=== loopback_engine_flat ===
Figure 1. Pin placement (loopback_engine_flat).
Pins as bars across the die edge, other pins in grey.
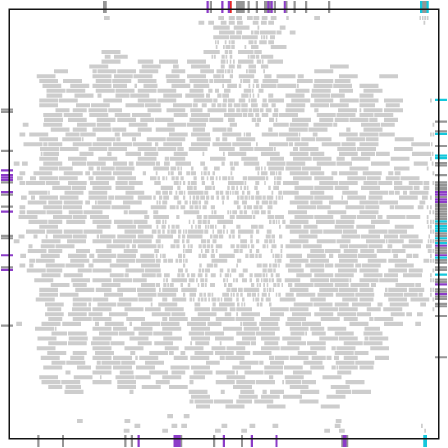

## config.mk

```make
export PLATFORM = sky130hd
export DESIGN_NAME = loopback_engine_flat
export DESIGN_NICKNAME = d
export VERILOG_FILES = /design/src/rtl/loopback_engine_if.sv /design/src/rtl/loopback_engine.sv /design/src/flat_wrapper.sv
export SDC_FILE = /design/constraint.sdc
export NUM_CORES = 1
export LEC_CHECK = 0
export CAP_MARGIN = 30
export CORE_MARGIN = 1.5
export CORE_UTILIZATION = 44
export DETAILED_ROUTE_END_ITERATION = 8
export GPL_TIMING_DRIVEN = 1
export PLACE_DENSITY = 0.68
export SLEW_MARGIN = 20
export SYNTH_ARGS = -nofsm -noshare
export SYNTH_HDL_FRONTEND = slang
export SYNTH_SLANG_ARGS = --single-unit
```

## constraint.sdc

```tcl
create_clock -name clk -period 4.78 [get_ports clk]
set_input_delay 0.956 -clock clk [delete_from_list [all_inputs] [get_ports clk]]
set_output_delay 0.956 -clock clk [all_outputs]
set_load 0.005 [all_outputs]
```

## src/rtl/loopback_engine_if.sv

```systemverilog
// loopback_engine_if: RX/TX word handshake bundle between the core and the loopback engine
interface loopback_engine_if #(parameter int DATA_W = 32);
   logic              rx_valid;
   logic [DATA_W-1:0] rx_data;
   logic              rx_read;
   logic              tx_valid;
   logic              tx_write;
   logic [DATA_W-1:0] tx_data;
   modport master (output rx_valid, rx_data, tx_valid, input rx_read, tx_write, tx_data);
   modport slave (input rx_valid, rx_data, tx_valid, output rx_read, tx_write, tx_data);
endinterface

```

## src/rtl/loopback_engine.sv

```systemverilog
// loopback_engine: loopback FIFO / pattern generator / pattern checker; LOOPBACK_ENGINE_STATS_EN adds word/error counters
module loopback_engine #(
   parameter int DATA_W = 32,
   parameter int DEPTH  = 16
) (
   input  logic                     clk,
   input  logic                     rst,
   input  logic                     en,
   input  logic [1:0]               mode,
   loopback_engine_if.slave         bus,
   output logic                     busy,
   output logic                     error,
   output logic [$clog2(DEPTH):0]   fifo_level,
   output logic [31:0]              word_cnt,
   output logic [15:0]              err_cnt
);
   localparam int AW = $clog2(DEPTH);
   typedef enum logic [1:0] {IDLE, RUN, DRAIN} state_t;
   state_t            r_state, w_next;
   logic [1:0]        r_mode;
   logic [DATA_W-1:0] r_mem [DEPTH];
   logic [AW-1:0]     r_wr, r_rd;
   logic [AW:0]       r_level;
   logic [DATA_W-1:0] r_seq;
   logic              r_busy, r_error;
   logic              w_lb, w_gen, w_chk, w_full, w_empty;
   logic              w_rx_xfer, w_tx_xfer, w_push, w_pop, w_start, w_mis;
   assign w_lb      = r_mode == 2'd0;
   assign w_gen     = r_mode == 2'd1;
   assign w_chk     = r_mode == 2'd2;
   assign w_full    = r_level == (AW+1)'(DEPTH);
   assign w_empty   = r_level == '0;
   assign w_start   = r_state == IDLE && w_next == RUN;
   assign bus.rx_read  = r_state == RUN && (w_lb ? !w_full : w_chk);
   assign bus.tx_write = w_lb ? (r_state != IDLE && !w_empty) : (w_gen && r_state == RUN);
   assign bus.tx_data  = r_state == IDLE ? '0 : w_lb ? r_mem[r_rd] : w_gen ? r_seq : '0;
   assign w_rx_xfer = bus.rx_read && bus.rx_valid;
   assign w_tx_xfer = bus.tx_write && bus.tx_valid;
   assign w_push    = w_lb && w_rx_xfer;
   assign w_pop     = w_lb && w_tx_xfer;
   assign w_mis     = bus.rx_data != r_seq;
   assign busy       = r_busy;
   assign error      = r_error;
   assign fifo_level = r_level;
   // next state: start on a valid run request, drain once en drops, leave drain when the FIFO is empty
   always_comb begin
      w_next = r_state;
      case (r_state)
         IDLE:    if (en && mode != 2'd3) w_next = RUN;
         RUN:     if (!en) w_next = DRAIN;
         DRAIN:   if (w_empty) w_next = IDLE;
         default: w_next = IDLE;
      endcase
   end
   // state register, mode latched only at run start, busy registered from next state
   always_ff @(posedge clk or negedge rst) begin
      if (!rst) begin
         r_state <= IDLE;
         r_mode  <= 2'd3;
         r_busy  <= 1'b0;
      end else begin
         r_state <= w_next;
         r_busy  <= w_next != IDLE;
         if (w_start) r_mode <= mode;
      end
   end
   // FIFO storage; contents are discarded by resetting the pointers, not the array
   always_ff @(posedge clk) begin
      if (w_push) r_mem[r_wr] <= bus.rx_data;
   end
   // FIFO pointers and occupancy
   always_ff @(posedge clk or negedge rst) begin
      if (!rst) begin
         r_wr    <= '0;
         r_rd    <= '0;
         r_level <= '0;
      end else begin
         if (w_push) r_wr <= r_wr + 1'b1;
         if (w_pop) r_rd <= r_rd + 1'b1;
         r_level <= r_level + (AW+1)'(w_push) - (AW+1)'(w_pop);
      end
   end
   // shared sequence counter: generator output or checker expectation (always resyncs to rx_data+1)
   always_ff @(posedge clk or negedge rst) begin
      if (!rst) begin
         r_seq   <= '0;
         r_error <= 1'b0;
      end else if (w_start) begin
         r_seq   <= '0;
         r_error <= 1'b0;
      end else if (w_gen && w_tx_xfer) begin
         r_seq <= r_seq + DATA_W'(1);
      end else if (w_chk && w_rx_xfer) begin
         r_seq <= bus.rx_data + DATA_W'(1);
         if (w_mis) r_error <= 1'b1;
      end
   end
`ifdef LOOPBACK_ENGINE_STATS_EN
   logic [31:0] r_word_cnt;
   logic [15:0] r_err_cnt;
   // transfer and saturating mismatch counters, cleared at run start
   always_ff @(posedge clk or negedge rst) begin
      if (!rst) begin
         r_word_cnt <= '0;
         r_err_cnt  <= '0;
      end else if (w_start) begin
         r_word_cnt <= '0;
         r_err_cnt  <= '0;
      end else begin
         if (w_gen ? w_tx_xfer : w_rx_xfer) r_word_cnt <= r_word_cnt + 32'd1;
         if (w_chk && w_rx_xfer && w_mis && r_err_cnt != 16'hFFFF) r_err_cnt <= r_err_cnt + 16'd1;
      end
   end
   assign word_cnt = r_word_cnt;
   assign err_cnt  = r_err_cnt;
`else
   assign word_cnt = '0;
   assign err_cnt  = '0;
`endif
endmodule

```

## src/flat_wrapper.sv

```systemverilog
// flat-port wrapper written by rule: the top's interface ports become plain ports
module loopback_engine_flat 
#(
   parameter int DATA_W = 32,
   parameter int DEPTH  = 16
)
  (clk, rst, en, mode, busy, error, fifo_level, word_cnt, err_cnt, bus_rx_valid, bus_rx_data, bus_tx_valid, bus_rx_read, bus_tx_write, bus_tx_data);
  loopback_engine_if #(.DATA_W(DATA_W)) bus_i ();
  input  logic clk;
  input  logic rst;
  input  logic en;
  input  logic [1:0] mode;
  output logic busy;
  output logic error;
  output logic [$clog2(DEPTH):0] fifo_level;
  output logic [31:0] word_cnt;
  output logic [15:0] err_cnt;
  input wire logic [$bits(bus_i.rx_valid)-1:0] bus_rx_valid;
  input wire logic [$bits(bus_i.rx_data)-1:0] bus_rx_data;
  input wire logic [$bits(bus_i.tx_valid)-1:0] bus_tx_valid;
  output wire logic [$bits(bus_i.rx_read)-1:0] bus_rx_read;
  output wire logic [$bits(bus_i.tx_write)-1:0] bus_tx_write;
  output wire logic [$bits(bus_i.tx_data)-1:0] bus_tx_data;
  assign bus_i.rx_valid = bus_rx_valid;
  assign bus_i.rx_data = bus_rx_data;
  assign bus_i.tx_valid = bus_tx_valid;
  assign bus_rx_read = bus_i.rx_read;
  assign bus_tx_write = bus_i.tx_write;
  assign bus_tx_data = bus_i.tx_data;
  loopback_engine #(.DATA_W(DATA_W), .DEPTH(DEPTH)) u_core (.clk(clk), .rst(rst), .en(en), .mode(mode), .bus(bus_i), .busy(busy), .error(error), .fifo_level(fifo_level), .word_cnt(word_cnt), .err_cnt(err_cnt));
endmodule
```

=== flex_downsample_stream ===
===== src/rtl/flex_downsample_stream.sv =====
// Streaming nearest-neighbour downsampler: raster pixels in, HOUT x HOUT selected pixels out.
// Define ROUND_NEAREST_EN to select round-half-up sampling instead of floor.
module flex_downsample_stream #(
    parameter int CIN  = 64,
    parameter int DW   = 8,
    parameter int HMAX = 64,
    parameter int SW   = 16,
    parameter int CW   = $clog2(HMAX + 1)
) (
    input  logic              clk,
    input  logic              rst_n,
    input  logic              start,
    input  logic [SW-1:0]     cfg_stride,
    input  logic [CW-1:0]     cfg_hin,
    input  logic [CW-1:0]     cfg_hout,
    input  logic              in_valid,
    output logic              in_ready,
    input  logic [CIN*DW-1:0] in_data,
    output logic              out_valid,
    input  logic              out_ready,
    output logic [CIN*DW-1:0] out_data,
    output logic              done,
    output logic              cfg_err
);
    localparam int AW   = 24;
    localparam int SELW = AW - 7;

    typedef enum logic [1:0] {S_IDLE, S_RUN, S_DRAIN} state_t;

    state_t              state, state_nx;
    logic [SW-1:0]       stride_q;
    logic [CW-1:0]       hin_q, hout_q, hin_m1;
    logic [CW-1:0]       in_x, in_y, out_x, out_y;
    logic [AW-1:0]       acc_x, acc_y;
    logic [SELW-1:0]     sel_x, sel_y;
    logic                cfg_ok, fire, x_last, y_last, col_hit, row_hit, emit;
    logic [CIN-1:0][DW-1:0] in_pix, out_pix;

    // Accumulators pin at all-ones instead of wrapping back into range.
    function automatic logic [AW-1:0] sat_add(input logic [AW-1:0] a, input logic [SW-1:0] s);
        logic [AW:0] sum;
        sum = {1'b0, a} + {{(AW + 1 - SW){1'b0}}, s};
        return sum[AW] ? {AW{1'b1}} : sum[AW-1:0];
    endfunction

    function automatic logic [SELW-1:0] sel_of(input logic [AW-1:0] a);
`ifdef ROUND_NEAREST_EN
        return SELW'(({1'b0, a} + (AW + 1)'(128)) >> 8);
`else
        return SELW'({1'b0, a} >> 8);
`endif
    endfunction

    assign cfg_ok = (cfg_stride >= SW'(256)) && (cfg_hin != '0) && (cfg_hout != '0) &&
                    (cfg_hin <= CW'(HMAX)) && (cfg_hout <= cfg_hin);

    assign hin_m1   = hin_q - CW'(1);
    assign sel_x    = sel_of(acc_x);
    assign sel_y    = sel_of(acc_y);
    assign x_last   = (in_x == hin_m1);
    assign y_last   = (in_y == hin_m1);
    // in_x/in_y never reach hin, so a select index past the frame edge simply never matches.
    assign col_hit  = ({{(SELW - CW){1'b0}}, in_x} == sel_x) && (out_x < hout_q);
    assign row_hit  = ({{(SELW - CW){1'b0}}, in_y} == sel_y) && (out_y < hout_q);

    assign in_ready = (state == S_RUN) && (!out_valid || out_ready);
    assign fire     = in_valid && in_ready;
    assign emit     = fire && row_hit && col_hit;

    assign in_pix   = in_data;
    assign out_data = out_pix;

    always_ff @(posedge clk or posedge rst_n) begin
        if (rst_n) state <= S_IDLE;
        else       state <= state_nx;
    end

    always_comb begin
        state_nx = state;
        done     = 1'b0;
        case (state)
            S_IDLE:  if (start && cfg_ok) state_nx = S_RUN;
            S_RUN:   if (fire && x_last && y_last) state_nx = S_DRAIN;
            S_DRAIN: if (!out_valid) begin
                state_nx = S_IDLE;
                done     = 1'b1;
            end
            default: state_nx = S_IDLE;
        endcase
    end

    always_ff @(posedge clk or posedge rst_n) begin
        if (rst_n) cfg_err <= 1'b0;
        else       cfg_err <= (state == S_IDLE) && start && !cfg_ok;
    end

    always_ff @(posedge clk or posedge rst_n) begin
        if (rst_n) begin
            stride_q <= '0;
            hin_q    <= '0;
            hout_q   <= '0;
            in_x     <= '0;
            in_y     <= '0;
            out_x    <= '0;
            out_y    <= '0;
            acc_x    <= '0;
            acc_y    <= '0;
        end else if (state == S_IDLE) begin
            if (start && cfg_ok) begin
                stride_q <= cfg_stride;
                hin_q    <= cfg_hin;
                hout_q   <= cfg_hout;
                in_x     <= '0;
                in_y     <= '0;
                out_x    <= '0;
                out_y    <= '0;
                acc_x    <= '0;
                acc_y    <= '0;
            end
        end else if (fire) begin
            if (x_last) begin
                // Row end: column walk restarts, row accumulator advances only on a hit row.
                in_x  <= '0;
                acc_x <= '0;
                out_x <= '0;
                in_y  <= in_y + CW'(1);
                if (row_hit) begin
                    acc_y <= sat_add(acc_y, stride_q);
                    out_y <= out_y + CW'(1);
                end
            end else begin
                in_x <= in_x + CW'(1);
                if (col_hit) begin
                    acc_x <= sat_add(acc_x, stride_q);
                    out_x <= out_x + CW'(1);
                end
            end
        end
    end

    // Output register: a new hit may reload in the same cycle the old pixel leaves.
    always_ff @(posedge clk or posedge rst_n) begin
        if (rst_n) begin
            out_valid <= 1'b0;
            out_pix   <= '0;
        end else if (emit) begin
            out_valid <= 1'b1;
            out_pix   <= in_pix;
        end else if (out_ready) begin
            out_valid <= 1'b0;
        end
    end
endmodule


===== config.mk =====
export PLATFORM = sky130hd
export DESIGN_NAME = flex_downsample_stream
export DESIGN_NICKNAME = d
export VERILOG_FILES = /design/src/rtl/flex_downsample_stream.sv
export SDC_FILE = /design/constraint.sdc
export NUM_CORES = 1
export LEC_CHECK = 0
export CAP_MARGIN = 0
export CORE_AREA = 2 2 416 418
export DETAILED_ROUTE_END_ITERATION = 10
export DIE_AREA = 0 0 418 420
export SLEW_MARGIN = 20
export SYNTH_ARGS = -nofsm -noshare
export SYNTH_HDL_FRONTEND = slang
export SYNTH_SLANG_ARGS = --single-unit

===== constraint.sdc =====
create_clock -name clk -period 37.5 [get_ports clk]
set_input_delay 3.75 -clock clk [delete_from_list [all_inputs] [get_ports clk]]
set_output_delay 3.75 -clock clk [all_outputs]
set_load 0.02 [all_outputs]

=== cache_trace_driver ===
### src/rtl/cache_trace_driver.sv
// rtl/cache_trace_driver.sv - trace-ROM driven cache request generator with load checking and stall watchdog
// Walks a sync trace ROM of {op, addr, data} words and issues one cache request per memory op.
module cache_trace_driver #(
  parameter int ADDR_W  = 30,
  parameter int DATA_W  = 32,
  parameter int PC_W    = 16,
  parameter int OP_W    = 4,
  parameter int WDOG_W  = 16,
  parameter int TRACE_W = OP_W + ADDR_W + DATA_W
) (
  input  logic               clk,
  input  logic               rst,
  input  logic               start,
  output logic [PC_W-1:0]    tr_addr,
  input  logic [TRACE_W-1:0] tr_data,
  output logic               req_cs,
  output logic               req_rw,
  output logic               req_flush,
  output logic [ADDR_W-1:0]  req_addr,
  output logic [DATA_W-1:0]  req_wdata,
  input  logic               res_hold,
  input  logic [DATA_W-1:0]  res_rdata,
  output logic               busy,
  output logic               done,
  output logic               err_wdog,
  output logic [PC_W-1:0]    op_cnt,
  output logic [15:0]        mism_cnt
);

  typedef enum logic [2:0] {S_IDLE, S_FETCH, S_DECODE, S_EXEC, S_DELAY, S_DONE} state_t;

  localparam logic [OP_W-1:0]   OP_STORE = OP_W'(1);
  localparam logic [OP_W-1:0]   OP_FLUSH = OP_W'(2);
  localparam logic [OP_W-1:0]   OP_LDCHK = OP_W'(3);
  localparam logic [OP_W-1:0]   OP_WAIT  = OP_W'(4);
  localparam logic [OP_W-1:0]   OP_HALT  = OP_W'(5);
  localparam logic [WDOG_W-1:0] WD_TRIP  = {{(WDOG_W-1){1'b1}}, 1'b0};

  state_t            state;
  logic [PC_W-1:0]   pc;
  logic              last_op;
  logic [OP_W-1:0]   op;
  logic [WDOG_W-1:0] wait_cnt;
  logic [WDOG_W-1:0] wd_cnt;

  logic [OP_W-1:0]   f_op;
  logic [ADDR_W-1:0] f_addr;
  logic [DATA_W-1:0] f_data;
  logic [WDOG_W-1:0] f_wait;
  logic              pc_last;
  state_t            after_op;

  assign f_op     = tr_data[OP_W+ADDR_W+DATA_W-1 -: OP_W];
  assign f_addr   = tr_data[DATA_W +: ADDR_W];
  assign f_data   = tr_data[DATA_W-1:0];
  assign f_wait   = f_data[WDOG_W-1:0];
  assign pc_last  = (pc == {PC_W{1'b1}});
  assign after_op = last_op ? S_DONE : S_FETCH;

  assign tr_addr  = pc;
  assign busy     = (state != S_IDLE) && (state != S_DONE);
  assign done     = (state == S_DONE);

  always_ff @(posedge clk or posedge rst) begin
    if (rst) begin
      state     <= S_IDLE;
      pc        <= '0;
      last_op   <= 1'b0;
      op        <= '0;
      wait_cnt  <= '0;
      wd_cnt    <= '0;
      req_cs    <= 1'b0;
      req_rw    <= 1'b0;
      req_flush <= 1'b0;
      req_addr  <= '0;
      req_wdata <= '0;
      err_wdog  <= 1'b0;
      op_cnt    <= '0;
      mism_cnt  <= '0;
    end else begin
      case (state)
        S_IDLE, S_DONE: begin
          if (start) begin
            pc       <= '0;
            op_cnt   <= '0;
            mism_cnt <= '0;
            err_wdog <= 1'b0;
            state    <= S_FETCH;
          end
        end
        S_FETCH: state <= S_DECODE;
        S_DECODE: begin
          op        <= f_op;
          req_addr  <= f_addr;
          req_wdata <= f_data;
          last_op   <= pc_last;
          wd_cnt    <= '0;
          if (!pc_last) pc <= pc + PC_W'(1);
          if (f_op <= OP_LDCHK) begin
            req_cs    <= 1'b1;
            req_rw    <= (f_op == OP_STORE);
            req_flush <= (f_op == OP_FLUSH);
            state     <= S_EXEC;
          end else if (f_op == OP_WAIT) begin
            // The WAIT's own FETCH and DECODE count toward its idle time, so DELAY covers the rest.
            if (f_wait > WDOG_W'(2)) begin
              wait_cnt <= f_wait - WDOG_W'(3);
              state    <= S_DELAY;
            end else begin
              state <= pc_last ? S_DONE : S_FETCH;
            end
          end else if (f_op == OP_HALT) begin
            state <= S_DONE;
          end else begin
            state <= pc_last ? S_DONE : S_FETCH;
          end
        end
        S_EXEC: begin
          if (!res_hold) begin
            req_cs    <= 1'b0;
            req_rw    <= 1'b0;
            req_flush <= 1'b0;
            op_cnt    <= op_cnt + PC_W'(1);
            if ((op == OP_LDCHK) && (res_rdata != req_wdata) && (mism_cnt != 16'hFFFF))
              mism_cnt <= mism_cnt + 16'd1;
            state <= after_op;
          end else if (wd_cnt == WD_TRIP) begin
            // Stalled op is abandoned without being counted.
            req_cs    <= 1'b0;
            req_rw    <= 1'b0;
            req_flush <= 1'b0;
            err_wdog  <= 1'b1;
            state     <= S_DONE;
          end else begin
            wd_cnt <= wd_cnt + WDOG_W'(1);
          end
        end
        S_DELAY: begin
          if (wait_cnt == '0) state <= after_op;
          else wait_cnt <= wait_cnt - WDOG_W'(1);
        end
        default: state <= S_IDLE;
      endcase
    end
  end

endmodule
### config.mk
export PLATFORM = sky130hd
export DESIGN_NAME = cache_trace_driver
export DESIGN_NICKNAME = d
export VERILOG_FILES = /design/src/rtl/cache_trace_driver.sv
export SDC_FILE = /design/constraint.sdc
export NUM_CORES = 1
export LEC_CHECK = 0
export ABC_AREA = 1
export CELL_PAD_IN_SITES_DETAIL_PLACEMENT = 0
export CELL_PAD_IN_SITES_GLOBAL_PLACEMENT = 1
export CORE_ASPECT_RATIO = 1.75
export CORE_UTILIZATION = 36
export CTS_BUF_LIST = sky130_fd_sc_hd__clkbuf_16
export DETAILED_ROUTE_END_ITERATION = 12
export PLACE_DENSITY_LB_ADDON = 0.1
export SLEW_MARGIN = 40
export SYNTH_ARGS = -nofsm -noshare
export SYNTH_HDL_FRONTEND = slang
export SYNTH_SLANG_ARGS = --single-unit
export TNS_END_PERCENT = 10
### constraint.sdc
create_clock -name clk -period 6.7 [get_ports clk]
set_clock_uncertainty 0.05 [all_clocks]
set_input_delay 1.675 -clock clk [delete_from_list [all_inputs] [get_ports clk]]
set_output_delay 1.675 -clock clk [all_outputs]
set_load 0.1 [all_outputs]
Figure 2. Clock distribution (flex_downsample_stream).
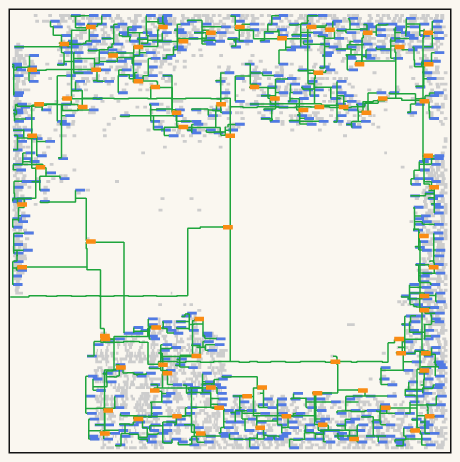
[flip-flops] blue | count: 622
[cells driving clock nets] orange | count: 80
[clock wires] green | length: 10500 um
routed clock nets: 81
flops lie: all over the die

==> results.cfg, flex_downsample_stream <==
; generated from flow reports
[logic_synthesis]
ys_area_sq_mm = 0.0260

[placed_design]
dp.cells = 5073

[power]
p_comb_frac = 0.391
power.switching_mw = 1.08

[die]
die-area_sq_mm = 0.176

[global_route]
busiest_layer = met2
grt_max_degree = 146

[clocking]
cts.sinks = 622
hold_buffers = 0

[worst_hold_path]
worstHoldPathType = reg2reg

[route]
drt_pre_antenna_iters = 5
drt-met1-wl_mm = 43.8

[status]
status = finished clean

[finish]
clk_share = 0.0665
stdcell_count = 5225
fin_util = 0.245

[worst_setup_path]
crit_slowest_cell = clkdlybuf4s50_1

[final_timing]
slew_violations = 0
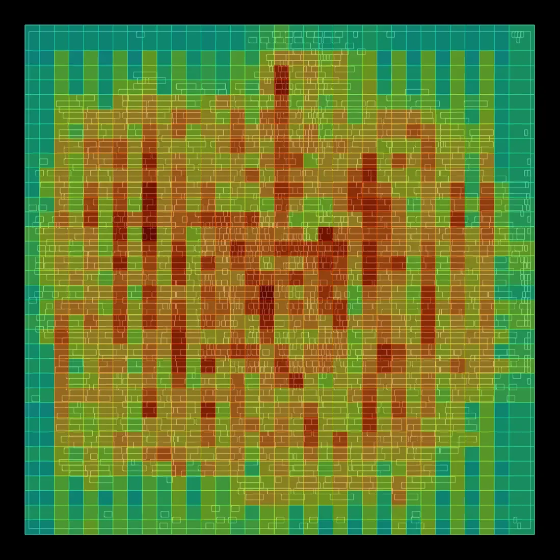
Figure 3: loopback_engine_flat, track usage over the die.
DR WL/cell: 26.3 um
grt peak-use layer: met2
met1 usage: 0.301
total global-route track usage: 0.218

Figure 4. Clock distribution (loopback_engine_flat).
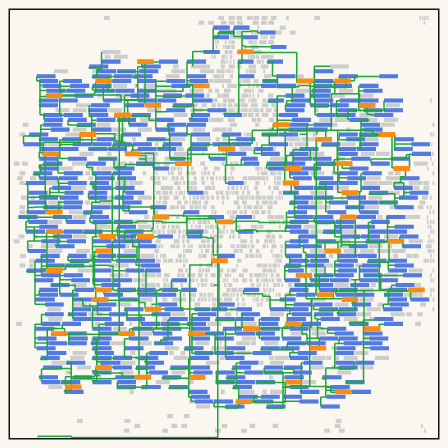
[flip-flops] blue | count: 563
[cells driving clock nets] orange | count: 56
[clock wires] green | length: 6540 um
routed clock nets: 57

Notes on Figure 1 above:
[`err_cnt`] cyan | pins: 16 | direction: output | edge: 12 right, 2 top, 2 bottom
[`bus_tx_data`] purple | pins: 32 | direction: output | edge: 10 bottom, 8 right, 8 left, 6 top
[`bus_tx_write`] red | pins: 1 | direction: output | edge: top
all pins by edge: 59 right, 30 top, 21 bottom, 18 left

==> results.cfg, loopback_engine_flat <==
; generated from flow reports
[logic_synthesis]
numSynthFlops = 563
ys_seq_share = 0.675
common_cells = edfxtp_1 (512), mux4_2 (160), nand2_1 (86), clkbuf_1 (70), nor2_1 (52)

[worst_setup_path]
cp_slowest_stage_delay_ns = 0.76
cp_common_cell = mux4_2

[finish]
logic_gates = 744
largest_class = flip-flops and latches
seqCellArea_sq_mm = 0.0167

[power]
clkPwrFrac = 0.313
internal-power_mw = 10.3
p_comb_frac = 0.266
ir_worst_vdd_uv = 288
seq_power_share = 0.421

[worst_hold_path]
worstHoldPathType = in2async

[final_timing]
tightest_slew_ns = 0.953

[status]
status = finished clean

[global_route]
grt_pass1_vias = 13822
overflow = 0

[die]
num_rows = 86

[route]
drt-met1-wl_mm = 25.3
wl_mm = 61.6

[clocking]
postCtsSetupRepairBufs = 0
hold_buffers = 0

[placed_design]
dp_hpwl_mm = 36.5
Figure 5. Clock distribution (cache_trace_driver).
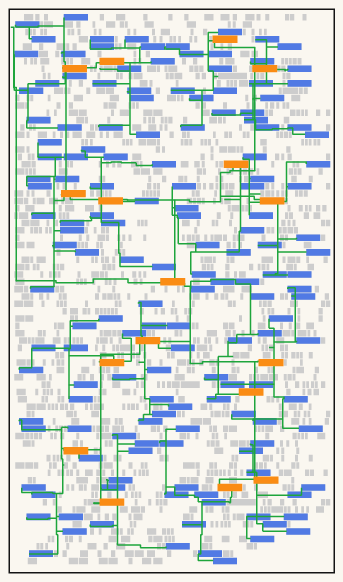
[clock wires] green | length: 2440 um
[cells driving clock nets] orange | count: 17
[flip-flops] blue | count: 154
routed clock nets: 18
flops lie: all over the die

Figure 6. Pin placement (cache_trace_driver).
Pins as bars across the die edge, other pins in grey.
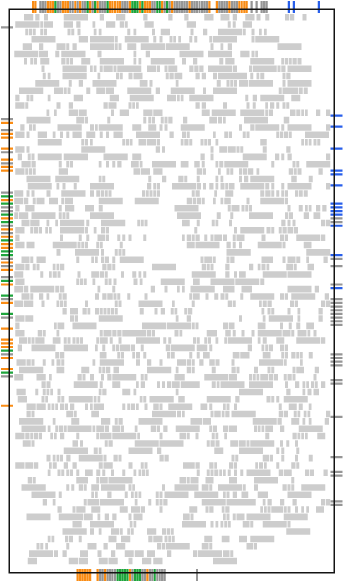
[`op_cnt`] blue | pins: 16 | direction: output | edge: 13 right, 3 top
[`tr_data`] orange | pins: 66 | direction: input | edge: 32 top, 24 left, 10 bottom
[`res_rdata`] green | pins: 32 | direction: input | edge: 12 left, 11 top, 9 bottom
all pins by edge: 92 top, 53 left, 38 right, 35 bottom

==> results.cfg, cache_trace_driver <==
; generated from flow reports
[status]
status = finished clean

[route]
drt-met1-wl_mm = 10.0
drc = 0
vias = 8160
wire_per_inst_um = 15.8

[finish]
reg_top3 = req_wdata (32), req_addr (30)
nNetsFinal = 1510
comb_area_sq_mm = 0.00426
flops = 154
largest_class = multi-input combinational cells
signal_buffers = 223

[final_timing]
hold_slack_ns = 0.415
fin_crit_sh = 0.529
finalCriticalPeriod_ns = 3.54

[worst_hold_path]
hold_depth = 2
holdCritStartpoint = req_addr[11]$_DFFE_PP0P_

[power]
powerClk_mw = 0.948
p_comb_mw = 3.16
seq_power_share = 0.261
total_power_mw = 5.56
pg_seq_mw = 1.45

[flow_run]
warnings = 28

[logic_synthesis]
yosys.area_share.xor_xnor = 0.0712
top_logic_kind = simple AND/OR/NAND/NOR gates
ys_sh_simple = 0.324
common_cells = nand2_1 (432), dfrtp_1 (154), nor2_1 (122), inv_1 (111), nand3_1 (74)
numSynthFlops = 154

[global_route]
grt_pass1_vias = 8164
grt_antenna_before_repair = 0
grt_use_met1 = 0.237

[clocking]
cts.sinks = 154
postCtsSetupRepairBufs = 0

[placed_design]
numPortBuffers = 217
dp_hpwl_mm = 20.2

[worst_setup_path]
cp_cell_sequence = inv_2 -> nand3_1 -> nand2_1 -> inv_1 -> buf_2
crit_path_start_kind = flop

[die]
chipHeight_um = 208

## Gallery

Placement by cell class.
shot_01.png
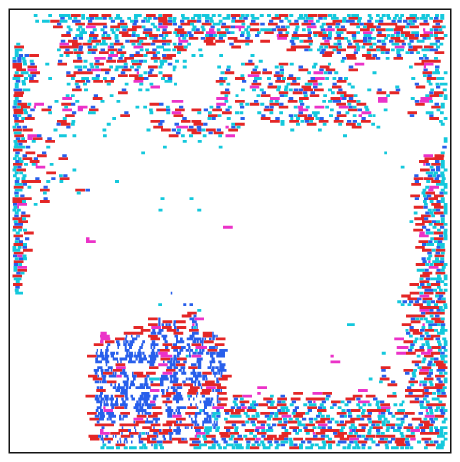
shot_02.png
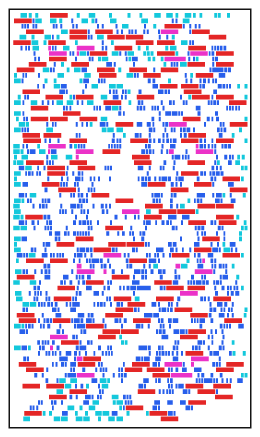
shot_03.png
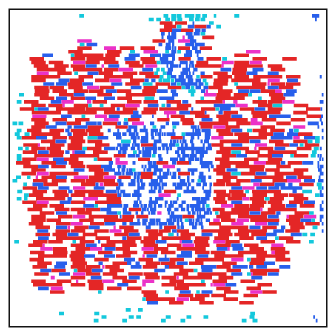
flex_downsample_stream: shot_01.png
cache_trace_driver: shot_02.png
loopback_engine_flat: shot_03.png

Key to shot_03.png:
[clock drivers and dummy loads] magenta | cells: 106
[all other logic] blue | cells: 764
[other buffers and delay cells] cyan | cells: 157
[flip-flops] red | cells: 563



## Gallery

Signal wires by layer.
Two of the layers only.
Plate I
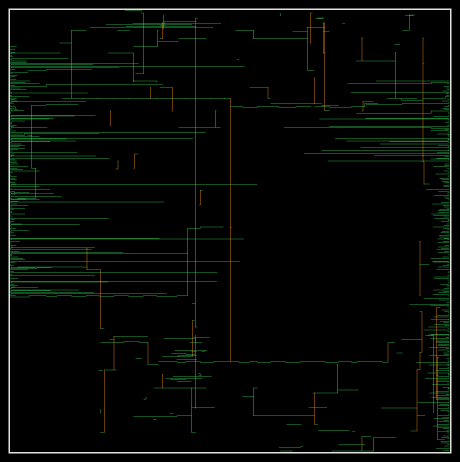
Plate II
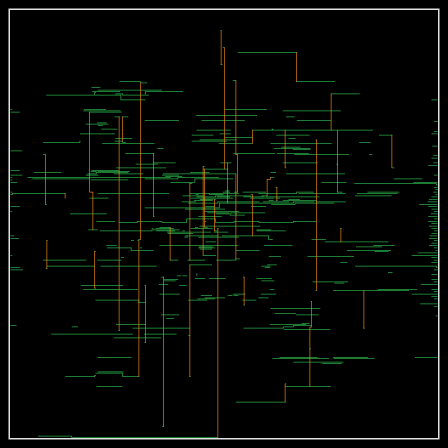
Plate III
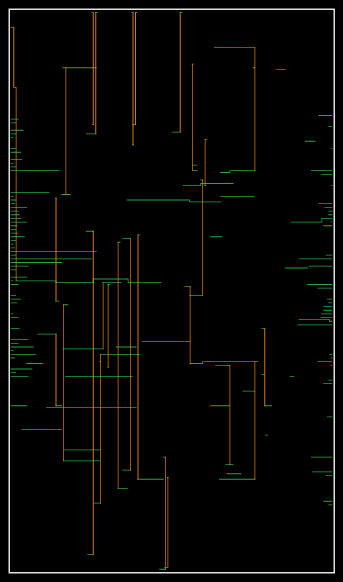
Plate I comes from flex_downsample_stream.
Plate II comes from loopback_engine_flat.
Plate III comes from cache_trace_driver.

Key to Plate I:
[met3] green | wire length: 12000 um
[met4] orange | wire length: 2310 um

